######## design 1 ########
==> design_1/congestion.png <==
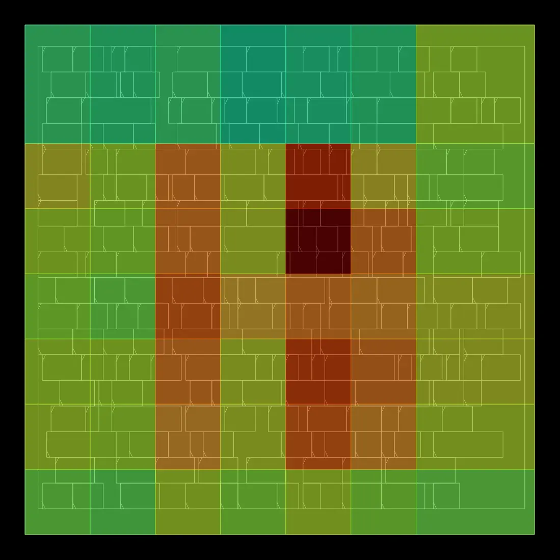

**config.mk**
```make
export PLATFORM = sky130hd
export DESIGN_NAME = cache_fill_fsm
export DESIGN_NICKNAME = d
export VERILOG_FILES = /design/src/rtl/cache_fill_fsm.sv
export SDC_FILE = /design/constraint.sdc
export NUM_CORES = 1
export LEC_CHECK = 0
export CAP_MARGIN = 10
export CORE_UTILIZATION = 43
export CTS_CLUSTER_SIZE = 24
export DETAILED_ROUTE_END_ITERATION = 12
export GPL_TIMING_DRIVEN = 0
export PLACE_DENSITY = 0.85
export SETUP_SLACK_MARGIN = 0.02
export SYNTH_ARGS = -nofsm -noshare
export SYNTH_HDL_FRONTEND = slang
export SYNTH_SLANG_ARGS = --single-unit
```
**constraint.sdc**
```tcl
create_clock -name clk -period 1.66 [get_ports clk]
set_input_delay 0.332 -clock clk [delete_from_list [all_inputs] [get_ports clk]]
set_output_delay 0.332 -clock clk [all_outputs]
set_load 0.005 [all_outputs]
```
**src/rtl/cache_fill_fsm.sv**
```systemverilog
// Cache line fill sequencer: on a miss, issues eight 16-bit reads for the aligned 16-byte block
// and writes each returned word, then the tag. Optional watchdog: define CACHE_FILL_TIMEOUT_EN.
module cache_fill_fsm (
  input  logic        clk,
  input  logic        rst,
  input  logic        miss_detected,
  input  logic [15:0] miss_address,
  input  logic        memory_data_valid,
  output logic        fsm_busy,
  output logic        mem_req,
  output logic [15:0] memory_address,
  output logic        write_data_array,
  output logic [15:0] write_addr,
  output logic        write_tag_array,
  output logic        fill_error
);

  typedef enum logic [0:0] {
    StIdle,
    StFill
  } state_e;

  localparam logic [3:0] BlockWords = 4'd8;

  state_e      r_state, w_state_next;
  logic [15:0] r_base, w_base_next;
  logic [3:0]  r_issue, w_issue_next;
  logic [3:0]  r_recv, w_recv_next;
  logic        w_timeout;
  logic [15:0] w_issue_addr;
  logic [15:0] w_recv_addr;

`ifdef CACHE_FILL_TIMEOUT_EN
  logic [4:0]  r_wdog, w_wdog_next;
`endif

  // Offsets are spliced into the aligned base so they can never carry out of the block.
  assign w_issue_addr = {r_base[15:4], r_issue[2:0], 1'b0};
  assign w_recv_addr  = {r_base[15:4], r_recv[2:0], 1'b0};

  always_comb begin
    w_state_next     = r_state;
    w_base_next      = r_base;
    w_issue_next     = r_issue;
    w_recv_next      = r_recv;
    w_timeout        = 1'b0;
    fsm_busy         = 1'b0;
    mem_req          = 1'b0;
    memory_address   = 16'h0000;
    write_data_array = 1'b0;
    write_addr       = 16'h0000;
    write_tag_array  = 1'b0;
    fill_error       = 1'b0;
`ifdef CACHE_FILL_TIMEOUT_EN
    w_wdog_next      = r_wdog;
`endif

    unique case (r_state)
      StIdle: begin
        if (miss_detected) begin
          w_state_next = StFill;
          w_base_next  = miss_address & 16'hFFF0;
          w_issue_next = 4'd0;
          w_recv_next  = 4'd0;
`ifdef CACHE_FILL_TIMEOUT_EN
          w_wdog_next  = 5'd0;
`endif
        end
      end

      StFill: begin
        fsm_busy = 1'b1;
`ifdef CACHE_FILL_TIMEOUT_EN
        w_timeout   = (r_wdog == 5'd16);
        fill_error  = w_timeout;
        w_wdog_next = memory_data_valid ? 5'd0 : r_wdog + 5'd1;
`endif
        if (r_issue < BlockWords) begin
          mem_req        = 1'b1;
          memory_address = w_issue_addr;
          w_issue_next   = r_issue + 4'd1;
        end
        if (r_recv < BlockWords) begin
          write_addr = w_recv_addr;
          if (memory_data_valid) begin
            write_data_array = 1'b1;
            w_recv_next      = r_recv + 4'd1;
            if (r_recv == BlockWords - 4'd1) begin
              write_tag_array = ~w_timeout;
              w_state_next    = StIdle;
            end
          end
        end
        if (w_timeout) begin
          w_state_next = StIdle;
        end
      end

      default: begin
        w_state_next = StIdle;
      end
    endcase
  end

  always_ff @(posedge clk) begin
    if (rst) begin
      r_state <= StIdle;
      r_base  <= 16'h0000;
      r_issue <= 4'd0;
      r_recv  <= 4'd0;
    end else begin
      r_state <= w_state_next;
      r_base  <= w_base_next;
      r_issue <= w_issue_next;
      r_recv  <= w_recv_next;
    end
  end

`ifdef CACHE_FILL_TIMEOUT_EN
  always_ff @(posedge clk) begin
    if (rst) begin
      r_wdog <= 5'd0;
    end else begin
      r_wdog <= w_wdog_next;
    end
  end
`endif

endmodule

```
######## design 2 ########
`src/rtl/writeback_unit.sv`:
```
// Writeback stage: extracts and extends load data, selects the destination
// register, queues pending register-file writes in a small in-order buffer,
// and offers a forwarding lookup over the writes still waiting in it.
module writeback_unit #(
   parameter int DEPTH  = 2,
   parameter int ADDR_W = 5,
   parameter int DATA_W = 32
) (
   input  logic              clk,
   input  logic              rst_n,
   input  logic              in_valid,
   output logic              in_ready,
   input  logic [5:0]        in_opcode,
   input  logic [ADDR_W-1:0] in_rt,
   input  logic [ADDR_W-1:0] in_rd,
   input  logic              in_reg_dst,
   input  logic              in_reg_write,
   input  logic              in_mem_to_reg,
   input  logic [DATA_W-1:0] in_alu_result,
   input  logic [DATA_W-1:0] in_mem_data,
   output logic              wb_valid,
   input  logic              wb_ready,
   output logic [ADDR_W-1:0] wb_addr,
   output logic [DATA_W-1:0] wb_data,
   input  logic [ADDR_W-1:0] fwd_rs,
   input  logic [ADDR_W-1:0] fwd_rt,
   output logic              fwd_hit_1,
   output logic [DATA_W-1:0] fwd_data_1,
   output logic              fwd_hit_2,
   output logic [DATA_W-1:0] fwd_data_2,
   output logic              err_align
);

   localparam int PW = $clog2(DEPTH);
   localparam logic [PW:0] DEPTH_C = (PW+1)'(DEPTH);

   localparam logic [5:0] OP_LB  = 6'h20;
   localparam logic [5:0] OP_LH  = 6'h21;
   localparam logic [5:0] OP_LW  = 6'h23;
   localparam logic [5:0] OP_LBU = 6'h24;
   localparam logic [5:0] OP_LHU = 6'h25;
   localparam logic [5:0] OP_LL  = 6'h30;

   logic [ADDR_W-1:0] r_addr [DEPTH];
   logic [DATA_W-1:0] r_data [DEPTH];
   logic [PW-1:0]     r_wptr;
   logic [PW-1:0]     r_rptr;
   logic [PW:0]       r_count;
   logic              r_err;

   logic [ADDR_W-1:0] w_dest;
   logic              w_accept;
   logic              w_push;
   logic              w_pop;
   logic [1:0]        w_lane;
   logic [7:0]        w_byte;
   logic [15:0]       w_half;
   logic [DATA_W-1:0] w_value;
   logic              w_misalign;
   logic [PW-1:0]     w_idx;
   logic              w_hit_1;
   logic              w_hit_2;
   logic [DATA_W-1:0] w_data_1;
   logic [DATA_W-1:0] w_data_2;

   assign in_ready = rst_n && (r_count < DEPTH_C);
   assign wb_valid = rst_n && (r_count != '0);
   assign wb_addr  = wb_valid ? r_addr[r_rptr] : '0;
   assign wb_data  = wb_valid ? r_data[r_rptr] : '0;

   assign w_dest   = in_reg_dst ? in_rd : in_rt;
   assign w_accept = in_valid && in_ready;
   assign w_push   = w_accept && in_reg_write && (w_dest != '0);
   assign w_pop    = wb_valid && wb_ready;

   // Select the addressed byte/half lane and extend it to a full register value.
   always_comb begin
      // NOTE: every combinational output gets a default first so no path leaves it unassigned (no latch).
      w_lane     = in_alu_result[1:0];
      w_byte     = 8'(in_mem_data >> {w_lane, 3'b000});
      w_half     = 16'(in_mem_data >> {w_lane[1], 4'b0000});
      w_value    = in_alu_result;
      w_misalign = 1'b0;
      if (in_mem_to_reg) begin
         w_value = in_mem_data;
         case (in_opcode)
            OP_LB:  w_value = {{24{w_byte[7]}}, w_byte};
            OP_LBU: w_value = {24'h0, w_byte};
            OP_LH: begin
               w_value    = {{16{w_half[15]}}, w_half};
               w_misalign = w_lane[0];
            end
            OP_LHU: begin
               w_value    = {16'h0, w_half};
               w_misalign = w_lane[0];
            end
            OP_LW, OP_LL: w_misalign = (w_lane != 2'b00);
            default: w_value = in_mem_data;
         endcase
      end
   end

   // Buffer storage: written on push only.
   always_ff @(posedge clk) begin
      // NOTE: the entry array is not reset; validity comes from the reset pointers/count alone.
      if (w_push) begin
         r_addr[r_wptr] <= w_dest;
         r_data[r_wptr] <= w_value;
      end
   end

   // Pointers, occupancy and the sticky alignment flag.
   always_ff @(posedge clk) begin
      // NOTE: sequential state uses non-blocking assignments so all registers update together at the edge.
      if (!rst_n) begin
         r_wptr  <= '0;
         r_rptr  <= '0;
         r_count <= '0;
         r_err   <= 1'b0;
      end else begin
         if (w_push) r_wptr <= r_wptr + PW'(1);
         if (w_pop)  r_rptr <= r_rptr + PW'(1);
         case ({w_push, w_pop})
            2'b10:   r_count <= r_count + 1'b1;
            2'b01:   r_count <= r_count - 1'b1;
            default: r_count <= r_count;
         endcase
         if (w_accept && in_mem_to_reg && w_misalign) r_err <= 1'b1;
      end
   end

   // Forwarding lookup: scan oldest to youngest so the youngest match wins.
   always_comb begin
      w_hit_1  = 1'b0;
      w_hit_2  = 1'b0;
      w_data_1 = '0;
      w_data_2 = '0;
      w_idx    = '0;
      for (int k = 0; k < DEPTH; k++) begin
         w_idx = r_rptr + PW'(k);
         if ((PW+1)'(k) < r_count) begin
            if ((fwd_rs != '0) && (r_addr[w_idx] == fwd_rs)) begin
               w_hit_1  = 1'b1;
               w_data_1 = r_data[w_idx];
            end
            if ((fwd_rt != '0) && (r_addr[w_idx] == fwd_rt)) begin
               w_hit_2  = 1'b1;
               w_data_2 = r_data[w_idx];
            end
         end
      end
   end

   assign fwd_hit_1  = rst_n && w_hit_1;
   assign fwd_hit_2  = rst_n && w_hit_2;
   assign fwd_data_1 = rst_n ? w_data_1 : '0;
   assign fwd_data_2 = rst_n ? w_data_2 : '0;
   assign err_align  = r_err;

endmodule

```
`config.mk`:
```
export PLATFORM = sky130hd
export DESIGN_NAME = writeback_unit
export DESIGN_NICKNAME = d
export VERILOG_FILES = /design/src/rtl/writeback_unit.sv
export SDC_FILE = /design/constraint.sdc
export NUM_CORES = 1
export LEC_CHECK = 0
export ABC_AREA = 1
export CAP_MARGIN = 20
export CORE_ASPECT_RATIO = 1.75
export CORE_MARGIN = 5
export CORE_UTILIZATION = 53
export DETAILED_ROUTE_END_ITERATION = 8
export PLACE_DENSITY = 0.92
export RECOVER_POWER = 100
export REMOVE_ABC_BUFFERS = 1
export SLEW_MARGIN = 5
export SYNTH_ARGS = -nofsm -noshare
export SYNTH_HDL_FRONTEND = slang
export SYNTH_SLANG_ARGS = --single-unit
```
`constraint.sdc`:
```
create_clock -name clk -period 5.75 [get_ports clk]
set_clock_uncertainty 0.1 [all_clocks]
set_input_delay 0.8625 -clock clk [delete_from_list [all_inputs] [get_ports clk]]
set_output_delay 0.8625 -clock clk [all_outputs]
set_load 0.01 [all_outputs]
```
######## design 3 ########
<file path="src/rtl/base_arb_pkg.sv">
// Shared arbiter helpers: one-hot to binary encoding and the index-width rule.
package base_arb_pkg;

  localparam int ENCW_MIN = 1;
  localparam int OH_MAXW  = 64;

  // Width of a binary way index; never narrower than one bit.
  function automatic int encw_of(input int ways);
    int w;
    w = $clog2(ways);
    return (w < ENCW_MIN) ? ENCW_MIN : w;
  endfunction

  // Binary index of the set bit in a one-hot vector (bit i is way i); 0 if none set.
  function automatic int unsigned onehot2enc(input logic [OH_MAXW-1:0] oh);
    int unsigned r;
    r = 0;
    for (int i = 0; i < OH_MAXW; i++) begin
      if (oh[i]) r = r | 32'(i);
    end
    return r;
  endfunction

endpackage

</file>
<file path="src/rtl/base_prienc_lp.sv">
// Fixed-priority selector: highest-index set bit of req wins, output is one-hot.
module base_prienc_lp #(
  parameter int ways = 2
) (
  input  logic [0:ways-1] req,
  output logic [0:ways-1] gnt
);

  always_comb begin
    gnt = '0;
    for (int w = 0; w < ways; w++) begin
      if (req[w]) begin
        gnt    = '0;
        gnt[w] = 1'b1;
      end
    end
  end

endmodule

</file>
<file path="src/rtl/base_req_arb.sv">
// Fixed-priority request arbiter with per-way outstanding counters and a
// registered one-hot grant port.
module base_req_arb
  import base_arb_pkg::*;
#(
  parameter int ways = 2,
  parameter int cntw = 2,
  parameter int encw = encw_of(ways)
) (
  input  logic            clk,
  input  logic            reset_n,
  input  logic [0:ways-1] i_req,
  output logic            o_v,
  input  logic            i_r,
  output logic [0:ways-1] o_way,
  output logic [0:encw-1] o_enc,
  output logic            o_pend,
  output logic            o_err
);

  localparam logic [cntw-1:0] CNT_MAX = {cntw{1'b1}};

  logic [0:ways-1]    cand;
  logic [0:ways-1]    sel;
  logic [0:ways-1]    ovf;
  logic [OH_MAXW-1:0] sel_le;
  logic [0:encw-1]    sel_enc;
  logic               ld;

  // Handshake: a grant transfers in a cycle with o_v=1 and i_r=1; while
  // o_v=1 and i_r=0 the output register holds. An empty register always loads.
  assign ld     = ~o_v | i_r;
  assign o_pend = |cand;

  base_prienc_lp #(.ways(ways)) u_prienc (
    .req (cand),
    .gnt (sel)
  );

  always_comb begin
    sel_le = '0;
    for (int w = 0; w < ways; w++) sel_le[w] = sel[w];
    sel_enc = encw'(onehot2enc(sel_le));
  end

  for (genvar w = 0; w < ways; w++) begin : g_cnt
    logic [cntw-1:0] cnt_q;
    logic            dec;
    logic            inc;

    // sel is one-hot over nonzero counters, so a selected way never underflows.
    assign dec     = ld & sel[w];
    assign inc     = i_req[w];
    assign cand[w] = (cnt_q != '0);
    assign ovf[w]  = inc & ~dec & (cnt_q == CNT_MAX);

    always_ff @(posedge clk or negedge reset_n) begin
      if (!reset_n) begin
        cnt_q <= '0;
      end else if (inc && !dec && (cnt_q != CNT_MAX)) begin
        cnt_q <= cnt_q + 1'b1;
      end else if (dec && !inc) begin
        cnt_q <= cnt_q - 1'b1;
      end
    end
  end

  always_ff @(posedge clk or negedge reset_n) begin
    if (!reset_n) begin
      o_v   <= 1'b0;
      o_way <= '0;
      o_enc <= '0;
      o_err <= 1'b0;
    end else begin
      if (|ovf) o_err <= 1'b1;
      if (ld) begin
        // With no candidates sel and sel_enc are zero, clearing the port.
        o_v   <= |cand;
        o_way <= sel;
        o_enc <= sel_enc;
      end
    end
  end

endmodule

</file>
<file path="config.mk">
export PLATFORM = sky130hd
export DESIGN_NAME = base_req_arb
export DESIGN_NICKNAME = d
export VERILOG_FILES = /design/src/rtl/base_arb_pkg.sv /design/src/rtl/base_prienc_lp.sv /design/src/rtl/base_req_arb.sv
export SDC_FILE = /design/constraint.sdc
export NUM_CORES = 1
export LEC_CHECK = 0
export ABC_CLOCK_PERIOD_IN_PS = 1300
export CAP_MARGIN = 20
export CORE_AREA = 4 4 41 43
export CTS_CLUSTER_SIZE = 16
export DETAILED_ROUTE_END_ITERATION = 8
export DIE_AREA = 0 0 45 47
export MAX_ROUTING_LAYER = met4
export PLACE_DENSITY = 0.49
export SLEW_MARGIN = 20
export SYNTH_ARGS = -nofsm -noshare
export SYNTH_HDL_FRONTEND = slang
export SYNTH_SLANG_ARGS = --single-unit
</file>
<file path="constraint.sdc">
create_clock -name clk -period 1.3 [get_ports clk]
set_input_delay 0.195 -clock clk [delete_from_list [all_inputs] [get_ports clk]]
set_output_delay 0.195 -clock clk [all_outputs]
set_load 0.05 [all_outputs]
</file>
######## design 4 ########
**src/rtl/mac_feeder_if.sv**
```systemverilog
// Bundle between mac_feeder and its memories, the downstream MAC and the result consumer.
// master = feeder side, slave = memories/MAC/consumer side.
interface mac_feeder_if #(
    parameter int unsigned IN_AW  = 4,
    parameter int unsigned W_AW   = 7,
    parameter int unsigned OUT_AW = 3
);
    logic [IN_AW-1:0]  in_addr;
    logic [15:0]       in_data;
    logic [W_AW-1:0]   w_addr;
    logic [15:0]       w_data;
    logic [15:0]       value;
    logic [15:0]       weight;
    logic              acc_clr_n;
    logic [15:0]       mac_out;
    logic              res_valid;
    logic              res_ready;
    logic [15:0]       res_data;
    logic [OUT_AW-1:0] res_idx;

    modport master (
        output in_addr, w_addr, value, weight, acc_clr_n, res_valid, res_data, res_idx,
        input  in_data, w_data, mac_out, res_ready
    );

    modport slave (
        input  in_addr, w_addr, value, weight, acc_clr_n, res_valid, res_data, res_idx,
        output in_data, w_data, mac_out, res_ready
    );
endinterface

```
**src/rtl/mac_feeder.sv**
```systemverilog
// Sequencer feeding value/weight pairs of one fully-connected layer into a Q8.8 MAC,
// capturing each neuron's result (optional ReLU) onto a valid/ready port.
module mac_feeder #(
    parameter int unsigned N_IN   = 16,
    parameter int unsigned N_OUT  = 8,
    parameter int unsigned IN_AW  = 4,
    parameter int unsigned W_AW   = 7,
    parameter int unsigned OUT_AW = 3,
    parameter bit          RELU   = 1'b1
) (
    input  logic         clk,
    input  logic         rst,
    input  logic         start_i,
    output logic         busy_o,
    output logic         done_o,
    mac_feeder_if.master bus
);

    typedef enum logic [2:0] {
        S_IDLE, S_CLEAR, S_FETCH, S_DRAIN, S_CAPTURE, S_WAIT
    } state_t;

    localparam logic [IN_AW-1:0]  K_LAST = IN_AW'(N_IN - 1);
    localparam logic [OUT_AW-1:0] J_LAST = OUT_AW'(N_OUT - 1);

    state_t            state_q;
    logic [IN_AW-1:0]  k_q;
    logic [OUT_AW-1:0] j_q;
    logic [1:0]        drain_q;
    logic [1:0]        pipe_q;
    logic [IN_AW-1:0]  in_addr_q;
    logic [W_AW-1:0]   w_addr_q;
    logic [15:0]       value_q;
    logic [15:0]       weight_q;
    logic [15:0]       res_data_q;
    logic [OUT_AW-1:0] res_idx_q;
    logic              res_valid_q;
    logic              done_q;

    logic [IN_AW-1:0]  k_d;
    logic [W_AW-1:0]   w_base_d;
    logic [15:0]       res_d;

    always_comb begin
        k_d      = k_q + IN_AW'(1);
        w_base_d = W_AW'(32'(j_q) * N_IN);
        res_d    = (RELU && bus.mac_out[15]) ? '0 : bus.mac_out;
    end

    always_ff @(posedge clk or posedge rst) begin
        if (rst) begin
            state_q     <= S_IDLE;
            k_q         <= '0;
            j_q         <= '0;
            drain_q     <= '0;
            pipe_q      <= '0;
            in_addr_q   <= '0;
            w_addr_q    <= '0;
            value_q     <= '0;
            weight_q    <= '0;
            res_data_q  <= '0;
            res_idx_q   <= '0;
            res_valid_q <= 1'b0;
            done_q      <= 1'b0;
        end else begin
            done_q   <= 1'b0;
            // pipe_q[0]: address on the bus, pipe_q[1]: its data returning from memory
            pipe_q   <= {pipe_q[0], 1'b0};
            value_q  <= pipe_q[1] ? bus.in_data : '0;
            weight_q <= pipe_q[1] ? bus.w_data  : '0;
            case (state_q)
                S_IDLE: begin
                    if (start_i) begin
                        j_q     <= '0;
                        state_q <= S_CLEAR;
                    end
                end
                S_CLEAR: begin
                    k_q       <= '0;
                    in_addr_q <= '0;
                    w_addr_q  <= w_base_d;
                    pipe_q[0] <= 1'b1;
                    state_q   <= S_FETCH;
                end
                S_FETCH: begin
                    if (k_q == K_LAST) begin
                        drain_q <= '0;
                        state_q <= S_DRAIN;
                    end else begin
                        k_q       <= k_d;
                        in_addr_q <= k_d;
                        w_addr_q  <= w_addr_q + W_AW'(1);
                        pipe_q[0] <= 1'b1;
                    end
                end
                S_DRAIN: begin
                    drain_q <= drain_q + 2'd1;
                    if (drain_q == 2'd2) state_q <= S_CAPTURE;
                end
                S_CAPTURE: begin
                    res_data_q  <= res_d;
                    res_idx_q   <= j_q;
                    res_valid_q <= 1'b1;
                    state_q     <= S_WAIT;
                end
                S_WAIT: begin
                    if (res_valid_q && bus.res_ready) begin
                        res_valid_q <= 1'b0;
                        if (j_q == J_LAST) begin
                            done_q  <= 1'b1;
                            state_q <= S_IDLE;
                        end else begin
                            j_q     <= j_q + OUT_AW'(1);
                            state_q <= S_CLEAR;
                        end
                    end
                end
                default: state_q <= S_IDLE;
            endcase
        end
    end

    assign busy_o        = (state_q != S_IDLE);
    assign done_o        = done_q;
    assign bus.acc_clr_n = !(state_q inside {S_IDLE, S_CLEAR});
    assign bus.in_addr   = in_addr_q;
    assign bus.w_addr    = w_addr_q;
    assign bus.value     = value_q;
    assign bus.weight    = weight_q;
    assign bus.res_valid = res_valid_q;
    assign bus.res_data  = res_data_q;
    assign bus.res_idx   = res_idx_q;

endmodule

```
**src/flat_wrapper.sv**
```systemverilog
// flat-port wrapper written by rule: the top's interface ports become plain ports
module mac_feeder_flat 
#(
    parameter int unsigned N_IN   = 16,
    parameter int unsigned N_OUT  = 8,
    parameter int unsigned IN_AW  = 4,
    parameter int unsigned W_AW   = 7,
    parameter int unsigned OUT_AW = 3,
    parameter bit          RELU   = 1'b1
)
  (clk, rst, start_i, busy_o, done_o, bus_in_addr, bus_w_addr, bus_value, bus_weight, bus_acc_clr_n, bus_res_valid, bus_res_data, bus_res_idx, bus_in_data, bus_w_data, bus_mac_out, bus_res_ready);
  mac_feeder_if #(.IN_AW(IN_AW), .W_AW(W_AW), .OUT_AW(OUT_AW)) bus_i ();
  input  logic clk;
  input  logic rst;
  input  logic start_i;
  output logic busy_o;
  output logic done_o;
  output wire logic [$bits(bus_i.in_addr)-1:0] bus_in_addr;
  output wire logic [$bits(bus_i.w_addr)-1:0] bus_w_addr;
  output wire logic [$bits(bus_i.value)-1:0] bus_value;
  output wire logic [$bits(bus_i.weight)-1:0] bus_weight;
  output wire logic [$bits(bus_i.acc_clr_n)-1:0] bus_acc_clr_n;
  output wire logic [$bits(bus_i.res_valid)-1:0] bus_res_valid;
  output wire logic [$bits(bus_i.res_data)-1:0] bus_res_data;
  output wire logic [$bits(bus_i.res_idx)-1:0] bus_res_idx;
  input wire logic [$bits(bus_i.in_data)-1:0] bus_in_data;
  input wire logic [$bits(bus_i.w_data)-1:0] bus_w_data;
  input wire logic [$bits(bus_i.mac_out)-1:0] bus_mac_out;
  input wire logic [$bits(bus_i.res_ready)-1:0] bus_res_ready;
  assign bus_in_addr = bus_i.in_addr;
  assign bus_w_addr = bus_i.w_addr;
  assign bus_value = bus_i.value;
  assign bus_weight = bus_i.weight;
  assign bus_acc_clr_n = bus_i.acc_clr_n;
  assign bus_res_valid = bus_i.res_valid;
  assign bus_res_data = bus_i.res_data;
  assign bus_res_idx = bus_i.res_idx;
  assign bus_i.in_data = bus_in_data;
  assign bus_i.w_data = bus_w_data;
  assign bus_i.mac_out = bus_mac_out;
  assign bus_i.res_ready = bus_res_ready;
  mac_feeder #(.N_IN(N_IN), .N_OUT(N_OUT), .IN_AW(IN_AW), .W_AW(W_AW), .OUT_AW(OUT_AW), .RELU(RELU)) u_core (.clk(clk), .rst(rst), .start_i(start_i), .busy_o(busy_o), .done_o(done_o), .bus(bus_i));
endmodule
```
**config.mk**
```make
export PLATFORM = sky130hd
export DESIGN_NAME = mac_feeder_flat
export DESIGN_NICKNAME = d
export VERILOG_FILES = /design/src/rtl/mac_feeder_if.sv /design/src/rtl/mac_feeder.sv /design/src/flat_wrapper.sv
export SDC_FILE = /design/constraint.sdc
export NUM_CORES = 1
export LEC_CHECK = 0
export CAP_MARGIN = 10
export CORE_MARGIN = 8
export CORE_UTILIZATION = 39
export DETAILED_ROUTE_END_ITERATION = 10
export PLACE_DENSITY = 0.76
export SLEW_MARGIN = 30
export SYNTH_ARGS = -nofsm -noshare
export SYNTH_HDL_FRONTEND = slang
export SYNTH_SLANG_ARGS = --single-unit
```
**constraint.sdc**
```tcl
create_clock -name clk -period 2.5 [get_ports clk]
set_clock_uncertainty 0.2 [all_clocks]
set_input_delay 0.5 -clock clk [delete_from_list [all_inputs] [get_ports clk]]
set_output_delay 0.5 -clock clk [all_outputs]
set_load 0.005 [all_outputs]
```

==> layout pictures side by side <==
M2 wires.
picture 1
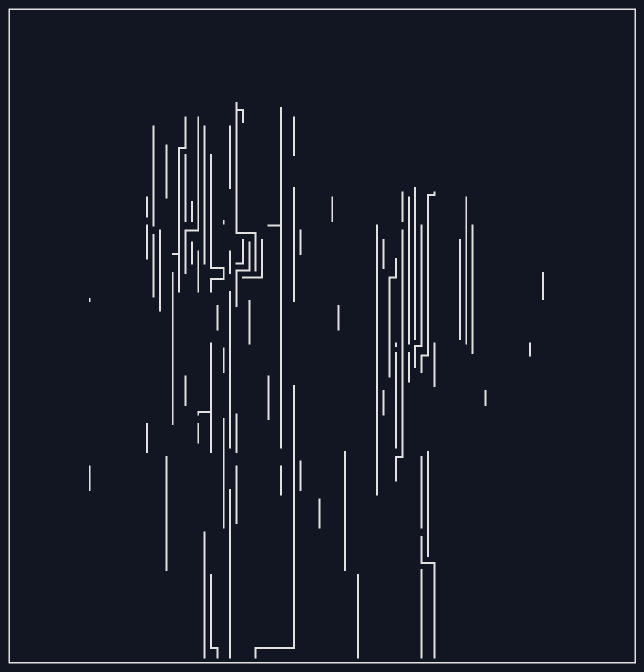
picture 2
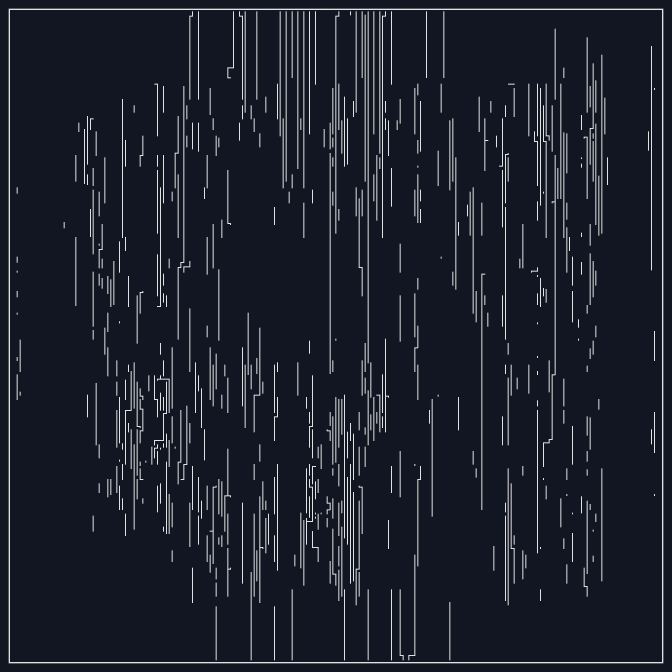
picture 3
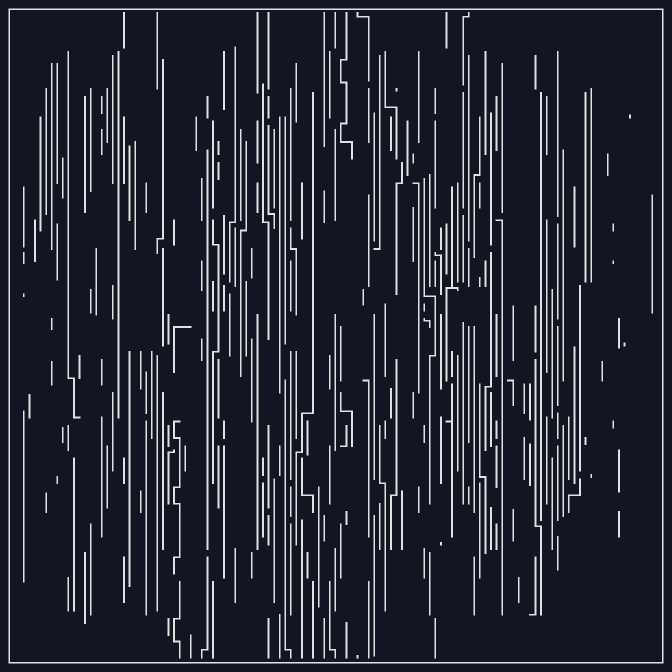
picture 4
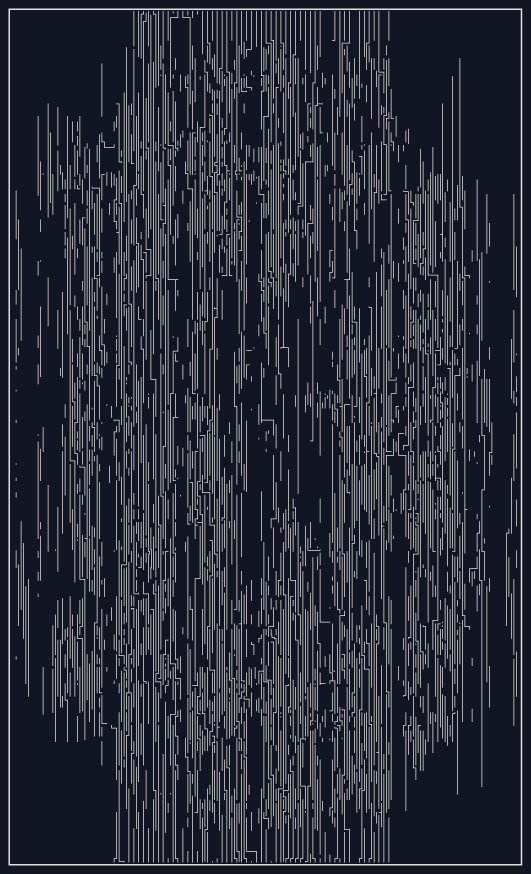
picture 1 -> design 3
picture 2 -> design 4
picture 4 -> design 2
picture 3 -> design 1

Key to picture 3:
share of all routed wire	53%
nets with wire on the layer	202
main direction	vertical

==> design_3/logic_types.png <==
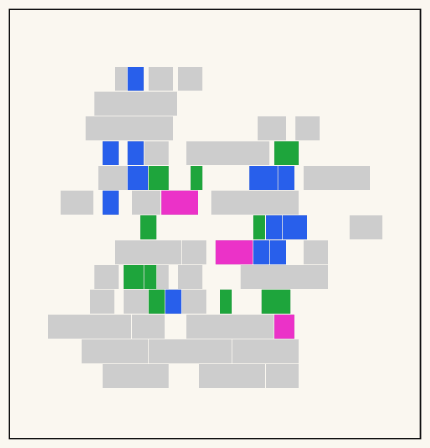
color	family	cells	most used
magenta	nor cells	3	nor2_4
green	nand cells	10	nand2_1
blue	aoi and oai cells	12	o21ai_0

==> flow_summary.ini, design 3 <==
; yosys + openroad results
[final_timing]
min_period_ns = 1.27
worst_pin_slew_ns = 0.351
skew_ns = 0.00781

[floorplanning]
tap-cell-count = 15
num_rows = 13

[pwr]
pwr_density_cell_nw_per_um2 = 2190

[detailed_routing]
wl_met3_um = 48

[final_layout]
buffers = 17
antenna_cells = 0
comb_cells = 29
n_clock_buffer = 4
top_register = g_cnt.cnt_q

[worst_setup_path]
endpoint_kind = output port

[global_route]
grt_use_total_pct = 9.55
grt_antenna_before_repair = 0
grt_pass1_vias = 343
grt_max_degree = 9

[synth]
xor_area_share_pct = 4.52
yosysChipArea_um2 = 388
ys_cells = 39

[cts]
cts_tree = built
cts_sinks = 8

[run_status]
status = finished clean
[design 3: power by group]
part / internal, µW / leakage (µW) / switching [µW]
combinational: 393 / 0.000171 / 377
sequential: 339 / 0.0000825 / 109
clock: 118 / 0.0000150 / 90.7
total: 850 / 0.000269 / 576
[design 3: synthesized netlist by cell type, types with 2 or more instances]
cell type | count | area share (%)
dfrtp_1 | 8 | 52
o21ai_0 | 6 | 7.7
nand2_1 | 4 | 3.9
a21oi_1 | 3 | 3.9
nand3_1 | 2 | 2.6
xor2_1 | 2 | 4.5
==> design_4/logic_types.png <==
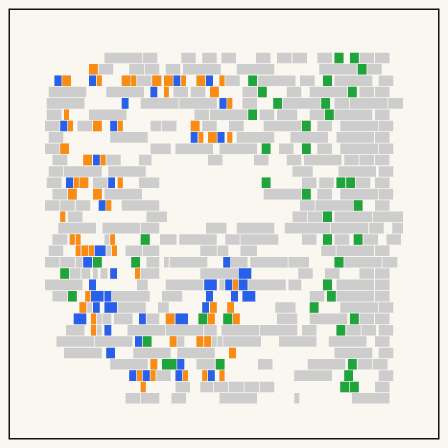
color	family	cells	most used
orange	nand cells	60	nand2_1
blue	aoi and oai cells	43	o21ai_0
green	and/or cells	42	and2_1

==> flow_summary.ini, design 4 <==
; yosys + openroad results
[placement]
port_buffers = 116

[cts]
cts_sinks = 73
post_cts_buffers = 0
insertion_delay_ns = 0.34
clock-root-buffer = clkbuf_8

[final_layout]
final_util_pct = 60.9
mi_logic_area_um2 = 1020
antenna_cells = 0
buffers = 121
fin_cells = 486

[pwr]
seq_cell_power_uw = 1860
worst_ir_drop_vdd_uv = 469
pg_comb_uw = 1720
powerClk_uw = 959
combPwrFrac_pct = 37.8

[detailed_routing]
dr.pass1.iters = 4
wire_per_inst_um = 15.2
totalWireLength_mm = 7.39
met2_length_mm = 3.09

[synth]
xor_area_share_pct = 0.599
synthFlopType = dfrtp_1
edf_count = 0

[final_timing]
worst_hold_slack_ns = 0.156

[run_status]
status = finished clean

[job]
drv_cap = 0

[worst_setup_path]
setup.worst_path.end = busy_o

[global_route]
grt_max_degree = 74
==> design 4: how the worst min path moves through the flow <==
stage | endpoint | cells after the start | startpoint
finish | u_core.pipe_q[1] | 0 | u_core.pipe_q[0]
global route | u_core.pipe_q[1] | 0 | u_core.pipe_q[0]
CTS | u_core.pipe_q[1] | 0 | u_core.pipe_q[0]
detailed placement | u_core.pipe_q[1] | 0 | u_core.pipe_q[0]
global placement | u_core.pipe_q[1] | 0 | u_core.pipe_q[0]
floorplan | u_core.pipe_q[1] | 0 | u_core.pipe_q[0]
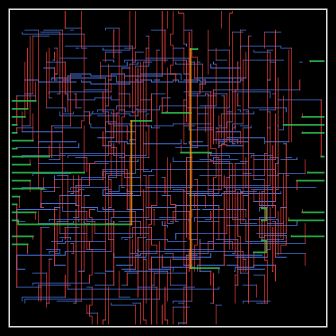
(design_1/wires.png)
color	layer	wire length
orange	metal 4	55.1 µm
red	metal 2	1,920 µm
blue	metal 1	1,480 µm
green	metal 3	143 µm

About design_1/congestion.png:
All-Layer GR Usage: 26.4%
global-route met3 utilization: 4.52%

==> flow_summary.ini, design 1 <==
; yosys + openroad results
[synth]
netlist_instances = 135
yosys.area_share.aoi_pct = 12.4
synth.area.mux_share_pct = 0
yosys_warnings = 0
adder_share_pct = 2.16
ys_sh_simple_pct = 39.9
xor_area_share_pct = 1.51
synthArstFlopShare_pct = 0

[final_timing]
final-setup-viol-count = 22
rsz0062_at_grt = true
fin_ws_ns = -0.132

[run_status]
status = finished with violations
violations = negative setup slack

[floorplanning]
dieArea_um2 = 2910
die_height_um = 53.9

[pwr]
leakage_uw = 0.000955
seqPwrFrac_pct = 48.4
combPwrFrac_pct = 28.9

[worst_setup_path]
critical-path-top-delay-family = buffers and inverters

[global_route]
gr-total-overflow = 0
use_met1_pct = 29.2
grt_antenna_before_repair = 0

[final_layout]
regArea_um2 = 425

[job]
warnings = 32

[detailed_routing]
wire_per_inst_um = 14.8

[cts]
cts_tree = built
-- design 1: registers in the layout, summed over array words and instances, names as in the netlist --
register  flops
r_base       12
r_issue       4
r_recv        4
r_state       1
-- design 1: cell usage after synthesis, drive strengths merged, types with 2 or more instances --
library cell,instances
and2,30
nand2,24
dfxtp,21
a21oi,14
buf,10
nor2,7
nand3,3
nand3b,3
ha,2
inv,2
nand2b,2
nor2b,2
nor3,2
xor2,2
-- design 1: final timing paths --
kind | start | end | cells past startpoint
min reg2reg | r_base[5] | r_base[5] | 2
max reg2reg | r_state | r_issue[0] | 7
min | rst | r_base[6] | 2
max | r_state | write_addr[12] | 6
==> design_2/logic_types.png <==
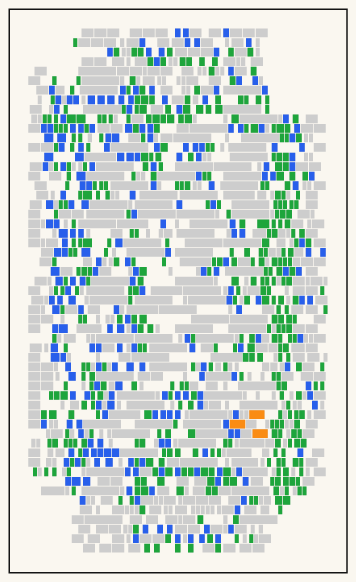
color	family	cells	most used
green	nand cells	404	nand2_1
orange	fa/ha/maj cells	3	ha_1
blue	aoi and oai cells	243	o21ai_0

==> flow_summary.ini, design 2 <==
; yosys + openroad results
[placement]
dp_hpwl_mm = 17.9

[final_layout]
n_all_inverters = 158
final_nets = 1296
seq_share_pct = 25.9
antenna_cells = 1

[detailed_routing]
met2_length_mm = 13.1
drc = 0
route.layer.met1.wl_mm = 8.08

[final_timing]
slew_viol_final = 66
final-setup-viol-count = 0
period_used_pct = 93.5

[synth]
synthArstFlopShare_pct = 0
yosys.area.top_type = edfxtp_1
synthFlopType = edfxtp_1
adder_share_pct = 0.549
yosys_warnings = 0

[worst_setup_path]
startpoint_type = input port
critical-path-top-delay-family = simple AND/OR/NAND/NOR gates
reg2reg_to = r_data[1][27]
cp_max_fo = 58
crit_top_cell = nor2_1

[pwr]
p_total_uw = 1680
pg_comb_uw = 423
maxPowerGroup = registers

[global_route]
grt_antenna_before_repair = 1

[run_status]
status = finished with violations
violations = max-capacitance violations, max-slew violations

[job]
drv_cap = 2

[cts]
cts_resized = 0

[worst_hold_path]
hold_path_depth = 2
min_to = err_align
## design 2: state kept, by name, summed over array words and instances (netlist names), named ones only
signal,count
err_align,1
r_addr,10
r_wptr,1
r_rptr,1
r_data,64
r_count,2
## design 2: worst max path at each step
stage                          endpoint  slack, ns  cells past startpoint
after floorplan            r_addr[1][0]       0.95                      6
after global placement    fwd_data_1[1]       0.91                      9
after detailed placement  fwd_data_1[9]       0.81                      9
after CTS                 fwd_data_1[9]       0.68                      9
after global routing      fwd_data_1[5]       0.13                      9
final                     r_data[1][27]       0.37                      9


==> notes/layouts.md <==
Pictures saved along the way, in no particular order.

Routed metal, one color a layer.
(a)
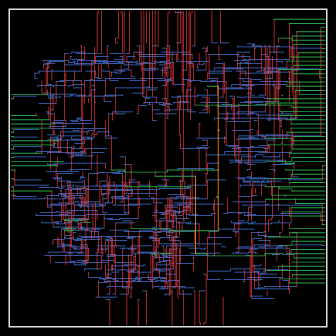
(b)
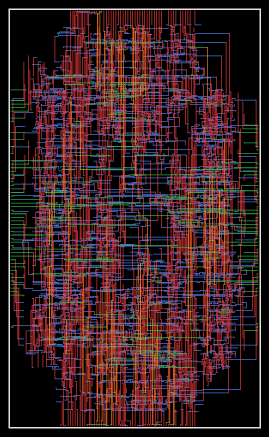
(c)
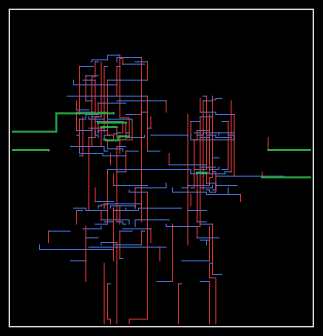
For design 4, see (a).
For design 2, see (b).
For design 3, see (c).

Key to (c):
color	layer	wire length
blue	metal 1	374 µm
red	metal 2	467 µm
green	metal 3	48.5 µm

No activity file was given, so power comes from the tool's default toggle rates.
